=== ddr2_wr_burst_sequencer_0 ===
File: config.mk
export PLATFORM = sky130hd
export DESIGN_NAME = ddr2_wr_burst_sequencer_0
export DESIGN_NICKNAME = d
export VERILOG_FILES = /design/src/rtl/ddr2_wr_burst_sequencer_0.sv
export SDC_FILE = /design/constraint.sdc
export NUM_CORES = 1
export LEC_CHECK = 0
export ABC_AREA = 1
export CORE_AREA = 10 10 75 61
export DETAILED_ROUTE_END_ITERATION = 10
export DIE_AREA = 0 0 85 71
export MAX_ROUTING_LAYER = met4
export PLACE_DENSITY = 0.67
export SYNTH_ARGS = -nofsm -noshare
export SYNTH_HDL_FRONTEND = slang
export SYNTH_SLANG_ARGS = --single-unit
export TNS_END_PERCENT = 1
File: constraint.sdc
create_clock -name clk_i -period 4.1 [get_ports clk_i]
set_clock_uncertainty 0.1 [all_clocks]
set_input_delay 0.41 -clock clk_i [delete_from_list [all_inputs] [get_ports clk_i]]
set_output_delay 0.41 -clock clk_i [all_outputs]
set_load 0.005 [all_outputs]
File: src/rtl/ddr2_wr_burst_sequencer_0.sv
// DDR2 write-burst sequencer: enforces WRITE command spacing, delays accepted commands by the
// write latency and generates FIFO read, write-enable and DQS controls for the write datapath.
//   state | meaning
//   IDLE  | DQS not driven, no burst in progress
//   PRE   | DQS preamble cycle, first FIFO read
//   DATA  | write data cycles (bursts may chain without a new preamble)
module ddr2_wr_burst_sequencer_0 #(
    parameter int WR_LAT    = 3,
    parameter int BURST_LEN = 4
) (
    input  logic       clk_i,
    input  logic       reset0_i,
    input  logic       wr_cmd_i,
    output logic       wdf_rden_o,
    output logic       ctrl_wren_o,
    output logic       ctrl_dqs_rst_o,
    output logic       ctrl_dqs_en_o,
    output logic       wr_busy_o,
    output logic       wr_overlap_err_o,
    output logic [7:0] burst_cnt_o
);

    localparam int             NB       = BURST_LEN / 2;
    localparam logic [3:0]     NB_GAP   = 4'(NB);
    localparam logic [2:0]     NB_M1    = 3'(NB - 1);
    localparam logic [4:0]     BUSY_LEN = 5'(WR_LAT + NB - 1);

    typedef enum logic [1:0] {IDLE, PRE, DATA} state_t;

    state_t            state_q, state_d;
    logic [2:0]        bc_q, bc_d;
    logic [3:0]        gap_q, gap_d;
    logic [WR_LAT-2:0] dl_q, dl_d;
    logic [7:0]        cnt_q, cnt_d;
    logic [4:0]        busy_cnt_q, busy_cnt_d;
    logic              busy_q, busy_d;
    logic              drop_q, drop_d;
    logic              err_q, err_d;
    logic              rden_q, rden_d;
    logic              wren_q, wren_d;
    logic              dqs_en_q, dqs_en_d;
    logic              dqs_rst_q, dqs_rst_d;
    logic              accept;
    logic              start;

    // Command acceptance, latency delay line and bookkeeping
    always_comb begin
        accept     = wr_cmd_i && (gap_q >= NB_GAP);
        gap_d      = gap_q;
        if (accept) begin
            gap_d = 4'd1;
        end else if (gap_q < NB_GAP) begin
            gap_d = gap_q + 4'd1;
        end
        dl_d       = dl_q;
        dl_d[0]    = accept;
        for (int i = 1; i < WR_LAT - 1; i++) begin
            dl_d[i] = dl_q[i-1];
        end
        start      = dl_q[WR_LAT-2];
        cnt_d      = accept ? cnt_q + 8'd1 : cnt_q;
        drop_d     = wr_cmd_i && !accept;
        err_d      = err_q || drop_q;
        busy_d     = accept || (busy_cnt_q != 5'd0);
        busy_cnt_d = busy_cnt_q;
        if (accept) begin
            busy_cnt_d = BUSY_LEN;
        end else if (busy_cnt_q != 5'd0) begin
            busy_cnt_d = busy_cnt_q - 5'd1;
        end
    end

    // DQS / data FSM; outputs are computed one cycle ahead and registered
    always_comb begin
        state_d   = state_q;
        bc_d      = bc_q;
        rden_d    = 1'b0;
        wren_d    = rden_q;
        dqs_rst_d = 1'b0;
        case (state_q)
            IDLE: begin
                if (start) begin
                    state_d   = PRE;
                    rden_d    = 1'b1;
                    dqs_rst_d = 1'b1;
                    bc_d      = NB_M1;
                end
            end
            PRE, DATA: begin
                if (start) begin
                    // DQS is still driven, so the new burst needs no preamble pulse
                    rden_d  = 1'b1;
                    bc_d    = NB_M1;
                    state_d = rden_q ? DATA : PRE;
                end else if (bc_q != 3'd0) begin
                    rden_d  = 1'b1;
                    bc_d    = bc_q - 3'd1;
                    state_d = DATA;
                end else begin
                    state_d = rden_q ? DATA : IDLE;
                end
            end
            default: state_d = IDLE;
        endcase
        dqs_en_d = rden_d || wren_d;
    end

    always_ff @(posedge clk_i) begin
        if (reset0_i) begin
            state_q    <= IDLE;
            bc_q       <= 3'd0;
            gap_q      <= NB_GAP;
            dl_q       <= '0;
            cnt_q      <= 8'd0;
            busy_cnt_q <= 5'd0;
            busy_q     <= 1'b0;
            drop_q     <= 1'b0;
            err_q      <= 1'b0;
            rden_q     <= 1'b0;
            wren_q     <= 1'b0;
            dqs_en_q   <= 1'b0;
            dqs_rst_q  <= 1'b0;
        end else begin
            state_q    <= state_d;
            bc_q       <= bc_d;
            gap_q      <= gap_d;
            dl_q       <= dl_d;
            cnt_q      <= cnt_d;
            busy_cnt_q <= busy_cnt_d;
            busy_q     <= busy_d;
            drop_q     <= drop_d;
            err_q      <= err_d;
            rden_q     <= rden_d;
            wren_q     <= wren_d;
            dqs_en_q   <= dqs_en_d;
            dqs_rst_q  <= dqs_rst_d;
        end
    end

    assign wdf_rden_o       = rden_q;
    assign ctrl_wren_o      = wren_q;
    assign ctrl_dqs_rst_o   = dqs_rst_q;
    assign ctrl_dqs_en_o    = dqs_en_q;
    assign wr_busy_o        = busy_q;
    assign wr_overlap_err_o = err_q;
    assign burst_cnt_o      = cnt_q;

endmodule

=== int_fp_mul_bist ===
[src/rtl/int_fp_mul_bist.sv]
// int_fp_mul_bist: pattern-ROM driven self-test for int_fp_mul with latency-aligned result checking.
// Define INT_FP_MUL_BIST_TRACE_EN to add err_expected/err_actual/err_mode capture of the first mismatch.
//   state | meaning
//   IDLE  | waiting for start after reset
//   RUN   | issuing pattern addresses 0..PATTERN_NUM-1, one per cycle
//   DRAIN | all addresses issued, waiting for outstanding compares
//   DONE  | results held until the next start
module int_fp_mul_bist #(
    parameter int PATTERN_NUM = 20,
    parameter int ADDR_W      = 5,
    parameter int MUL_LATENCY = 1,
    parameter int ERR_W       = 8
) (
    input  logic              clk,
    input  logic              reset,
    input  logic              start,
    output logic [ADDR_W-1:0] pat_addr,
    input  logic [48:0]       pat_data,
    output logic [15:0]       mul_a,
    output logic [15:0]       mul_b,
    output logic              mul_mode,
    input  logic [15:0]       mul_result,
    output logic              busy,
    output logic              done,
    output logic              pass,
    output logic [ERR_W-1:0]  error_cnt,
    output logic [ADDR_W-1:0] first_err_idx
`ifdef INT_FP_MUL_BIST_TRACE_EN
    ,
    output logic [15:0]       err_expected,
    output logic [15:0]       err_actual,
    output logic [0:0]        err_mode
`endif
);

    typedef enum logic [1:0] {ST_IDLE, ST_RUN, ST_DRAIN, ST_DONE} state_t;

    localparam logic [ADDR_W-1:0] LAST_ADDR = ADDR_W'(PATTERN_NUM - 1);
    localparam logic [ERR_W-1:0]  ERR_MAX   = '1;

    state_t                 state;
    logic                   iss_vld;
    logic                   cmp_miss;
    logic [MUL_LATENCY-1:0] dly_vld;
    logic [15:0]            dly_exp [MUL_LATENCY];
    logic [ADDR_W-1:0]      dly_idx [MUL_LATENCY];
`ifdef INT_FP_MUL_BIST_TRACE_EN
    logic [MUL_LATENCY-1:0] dly_mode;
`endif

    // ROM word for the address on pat_addr is present by the next edge, so RUN cycles are issue slots.
    assign iss_vld  = (state == ST_RUN);
    assign cmp_miss = dly_vld[MUL_LATENCY-1] && (mul_result != dly_exp[MUL_LATENCY-1]);

    always_ff @(posedge clk) begin
        if (reset) begin
            mul_a    <= '0;
            mul_b    <= '0;
            mul_mode <= 1'b0;
            dly_vld  <= '0;
            for (int i = 0; i < MUL_LATENCY; i++) begin
                dly_exp[i] <= '0;
                dly_idx[i] <= '0;
            end
`ifdef INT_FP_MUL_BIST_TRACE_EN
            dly_mode <= '0;
`endif
        end else begin
            if (iss_vld) begin
                mul_a    <= pat_data[48:33];
                mul_b    <= pat_data[32:17];
                mul_mode <= pat_data[0];
            end
            dly_vld[0] <= iss_vld;
            dly_exp[0] <= pat_data[16:1];
            dly_idx[0] <= pat_addr;
            for (int i = 1; i < MUL_LATENCY; i++) begin
                dly_vld[i] <= dly_vld[i-1];
                dly_exp[i] <= dly_exp[i-1];
                dly_idx[i] <= dly_idx[i-1];
            end
`ifdef INT_FP_MUL_BIST_TRACE_EN
            dly_mode[0] <= pat_data[0];
            for (int i = 1; i < MUL_LATENCY; i++) begin
                dly_mode[i] <= dly_mode[i-1];
            end
`endif
        end
    end

    always_ff @(posedge clk) begin
        if (reset) begin
            state         <= ST_IDLE;
            pat_addr      <= '0;
            busy          <= 1'b0;
            done          <= 1'b0;
            pass          <= 1'b0;
            error_cnt     <= '0;
            first_err_idx <= '0;
`ifdef INT_FP_MUL_BIST_TRACE_EN
            err_expected  <= '0;
            err_actual    <= '0;
            err_mode      <= '0;
`endif
        end else begin
            // error_cnt is zero until the first mismatch of a run, so it doubles as the first-error flag
            if (cmp_miss) begin
                if (error_cnt != ERR_MAX) error_cnt <= error_cnt + 1'b1;
                if (error_cnt == '0) begin
                    first_err_idx <= dly_idx[MUL_LATENCY-1];
`ifdef INT_FP_MUL_BIST_TRACE_EN
                    err_expected  <= dly_exp[MUL_LATENCY-1];
                    err_actual    <= mul_result;
                    err_mode      <= dly_mode[MUL_LATENCY-1];
`endif
                end
            end
            case (state)
                ST_IDLE, ST_DONE: begin
                    if (start) begin
                        state         <= ST_RUN;
                        pat_addr      <= '0;
                        error_cnt     <= '0;
                        first_err_idx <= '0;
                        busy          <= 1'b1;
                        done          <= 1'b0;
                        pass          <= 1'b0;
`ifdef INT_FP_MUL_BIST_TRACE_EN
                        err_expected  <= '0;
                        err_actual    <= '0;
                        err_mode      <= '0;
`endif
                    end
                end
                ST_RUN: begin
                    if (pat_addr == LAST_ADDR) state <= ST_DRAIN;
                    else                       pat_addr <= pat_addr + 1'b1;
                end
                ST_DRAIN: begin
                    if (dly_vld == '0) begin
                        state <= ST_DONE;
                        busy  <= 1'b0;
                        done  <= 1'b1;
                        pass  <= (error_cnt == '0);
                    end
                end
                default: state <= ST_IDLE;
            endcase
        end
    end

endmodule

[config.mk]
export PLATFORM = sky130hd
export DESIGN_NAME = int_fp_mul_bist
export DESIGN_NICKNAME = d
export VERILOG_FILES = /design/src/rtl/int_fp_mul_bist.sv
export SDC_FILE = /design/constraint.sdc
export NUM_CORES = 1
export LEC_CHECK = 0
export ABC_AREA = 0
export ABC_CLOCK_PERIOD_IN_PS = 1750
export CAP_MARGIN = 20
export CORE_MARGIN = 2
export CORE_UTILIZATION = 35
export CTS_CLUSTER_SIZE = 16
export DETAILED_ROUTE_END_ITERATION = 8
export PLACE_DENSITY = 0.7
export SLEW_MARGIN = 0
export SYNTH_ARGS = -nofsm -noshare
export SYNTH_HDL_FRONTEND = slang
export SYNTH_SLANG_ARGS = --single-unit
[constraint.sdc]
create_clock -name clk -period 1.75 [get_ports clk]
set_input_delay 0.525 -clock clk [delete_from_list [all_inputs] [get_ports clk]]
set_output_delay 0.525 -clock clk [all_outputs]
set_load 0.01 [all_outputs]

==> screenshots <==
Metal layers overlaid.
(4 px per µm) Two of the layers only.
shot_01.png
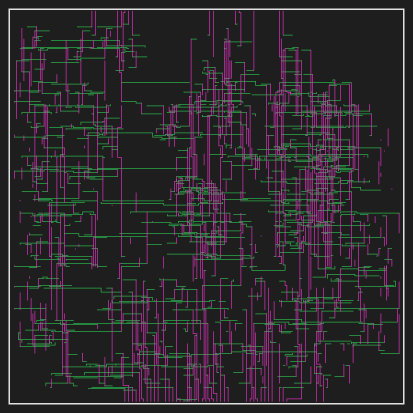
shot_02.png
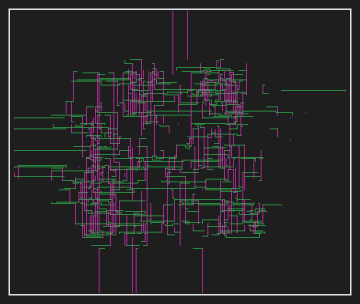
shot_02.png -> ddr2_wr_burst_sequencer_0
shot_01.png -> int_fp_mul_bist
Of these, most wire: shot_01.png
Of these, largest die: shot_01.png

Key to shot_02.png:
M1: shown in green, wire length 1380 µm. M2: shown in magenta, wire length 1280 µm.

ddr2_wr_burst_sequencer_0/closeup.png
Window x 22 to 62, y 16 to 56 µm. Cells in grey, sequential cells in the stronger grey; small squares are vias.
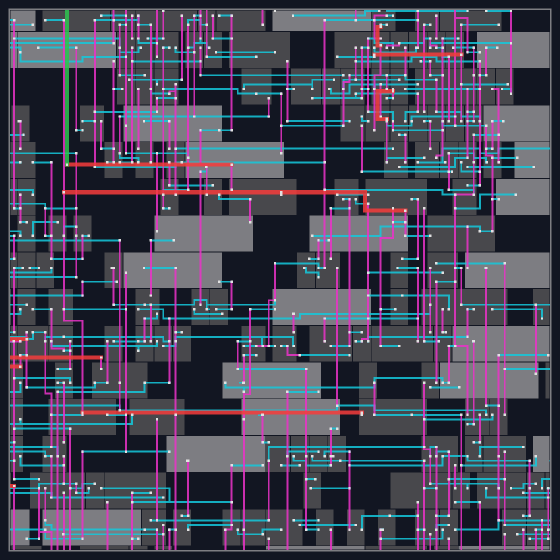
M3: shown in red. M2: shown in magenta. M1: shown in cyan. M4: shown in green.
Sequential cells in the window: 18. 145 logic cells have their middle in the window. Most frequent: nand2_1 (27), nor2_1 (20), inv_1 (19). Netlist names of flops here include gap_q (4), burst_cnt_o (2), busy_cnt_q (2).

==> job_summary.md, ddr2_wr_burst_sequencer_0 <==
## PnR job results

| Metric | Value |
|---|---|
| Adder-cell share of the synthesized area | 7.916% |
| DR vias | between 1000 and 1500 |
| Pin count of the biggest net entering global routing | 19 |
| Clk latency late pin | between 0.2 and 0.3 ns |
| Pwr Total | just under 800 µW |
| Comb area | between 600 and 700 µm² |
| Pwr dens | around 460 nW/µm² |
| Floorplan Nets | just under 200 |
| Postcts setup bufs | 0 |
| Post-route clock period utilization | about 45% |
| CP Capture Type | register |
| GR Util met1 | between 10% and 20% |
| Total CTS buffers | 5 |
| GR Util met2 | approximately 14% |
| Filler Cells Inserted | 285 |
| Timing-limited maximum frequency | around 540 MHz |
| Synth mux share | 0% |
| Switching pwr | between 200 and 250 µW |
| Status | finished, final reports clean |
| Ant. Diodes | 0 |
## ddr2_wr_burst_sequencer_0: area by class of cell
| class | instances | share of cell area [%] |
|---|---|---|
| multi-input combinational | 125 | 40.01 |
| sequential | 31 | 36.42 |
| timing repair buffer | 16 | 9.398 |
| inverter | 29 | 6.461 |
| clock buffer | 7 | 4.479 |
| tap | 40 | 2.937 |
| clock inverter | 1 | 0.2937 |
## ddr2_wr_burst_sequencer_0: worst max-delay path: cells and delay by family
family	cells	cell delay [ns]
buf+inv	3	1.22
simple gates	3	0.28
## ddr2_wr_burst_sequencer_0: through the flow
stage	instance area [µm²]	cells	utilization [%]
after floorplan	1423	187	-
after global placement	1623	241	51.10
after detailed placement	1623	241	51.10
after CTS	1704	249	53.66
after global routing	1704	249	53.66
final	1704	249	53.66
## ddr2_wr_burst_sequencer_0: synth_stat cells, types with 2 or more instances
master / instances
a21oi_1: 14
nor2_1: 26
buf_2: 2
nor2_2: 2
ha_1: 9
inv_1: 26
nand3_1: 6
nand2_1: 41
nor2_4: 2
o21ai_0: 7
o21a_1: 2
o21bai_1: 2
nand4_1: 2
xor2_1: 2
dfxtp_1: 31
nand2_4: 2
inv_2: 2
int_fp_mul_bist/placed.png
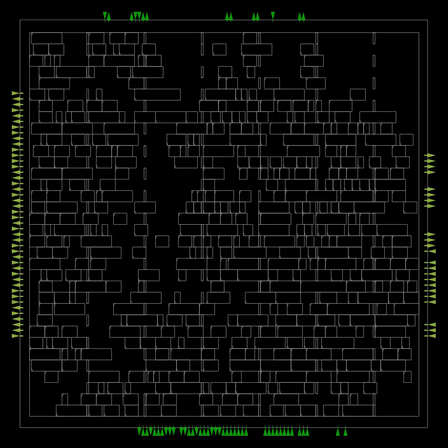
Cell Count, Final, Fillers Out: 574
# Taps: 108
register share of the cell area: 31.97%
Cell Rows: 34

==> job_summary.md, int_fp_mul_bist <==
## PnR job results

| Metric | Value |
|---|---|
| Least-Margin Pin Slew | 0.5540 ns |
| Status | finished, final reports clean |
| Finished Core Util | 56.56% |
| Grt peak-use layer | met2 |
| Cell class ranked first by area | combinational gates |
| Yosys warning count | 0 |
| Startpoint Class | primary input |
| Pin count of the biggest net entering global routing | between 50 and 60 |
| Final antenna-violating net count | 0 |
| DR WL met3 | 640 µm |
| Fraction of registers with async set/reset | 0% |
| Post-route clock period utilization | between 90% and 100% |
| Synthesis-to-finish area growth | 57.93% |
| Hold Path End | first_err_idx[2] |
| Setup slack after layout | between 0.0008 and 0.0009 ns |
| Flip-flops with a built-in enable | 0 |
| Fin crit period | roughly 1.7 ns |
| Final instance area | approximately 5000 µm² |
| Yosys chip area | a little over 3000 µm² |
| Top cell excl fill/tap | dfxtp_1 |
| Post-CTS sizing | 93 |
| Inverters | 6 |
| Comb area | 1605 µm² |
| GRT overflow | 0 |
| Filler Cells Inserted | between 700 and 800 |
| Ant. Diodes | 0 |
[int_fp_mul_bist: where the power goes]
part / switching, mW / internal [mW] / leakage (nW) / total, mW
combinational: 0.975 / 1.03 / 1.46 / 2.01
sequential: 0.153 / 2.04 / 0.640 / 2.19
clock: 0.680 / 0.817 / 0.111 / 1.50
[int_fp_mul_bist: cell usage after synthesis (all sizes together), types with 6 or more instances]
cell type | count | area, µm²
nor2 | 45 | 168.9
nor2b | 24 | 150.1
clkbuf | 11 | 41.29
xnor2 | 19 | 166.4
buf | 6 | 36.28
mux2i | 34 | 340.3
nand3 | 10 | 50.05
a21oi | 11 | 55.05
ha | 6 | 75.07
nand2 | 10 | 37.54
dfxtp | 78 | 1562
inv | 6 | 22.52
o21ai | 10 | 50.05
[int_fp_mul_bist: registers in the layout (all words and copies together) (netlist names), 2 cells and up]
| name | cells |
|---|---|
| first_err_idx | 5 |
| pat_addr | 5 |
| error_cnt | 8 |
| dly_idx | 5 |
| dly_exp | 16 |
| state | 2 |
| mul_a | 16 |
| mul_b | 16 |
[int_fp_mul_bist: cell families after synthesis]
family	count (synthesis)
compound gates	42
xor+xnor	19
fa+ha+maj	6
buf+inv	23
flops	78
mux	34
simple gates	113


==> notes/layouts.md <==
Pictures saved along the way, in no particular order.

Metal 2.
(4 px per µm) Cells faint in the background.
Plate I
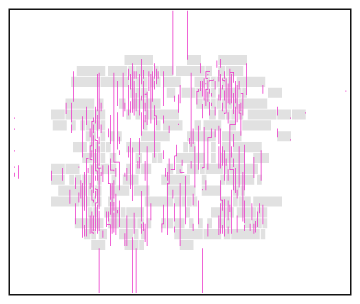
Plate II
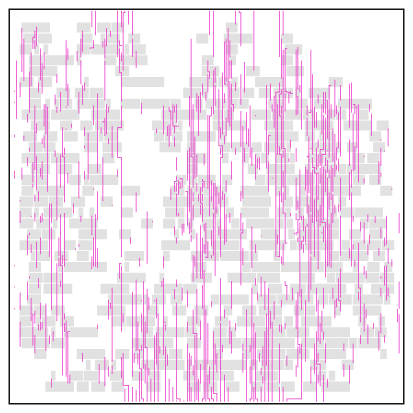
int_fp_mul_bist: Plate II
ddr2_wr_burst_sequencer_0: Plate I
- largest die: Plate II

No activity file was given, so power comes from the tool's default toggle rates.
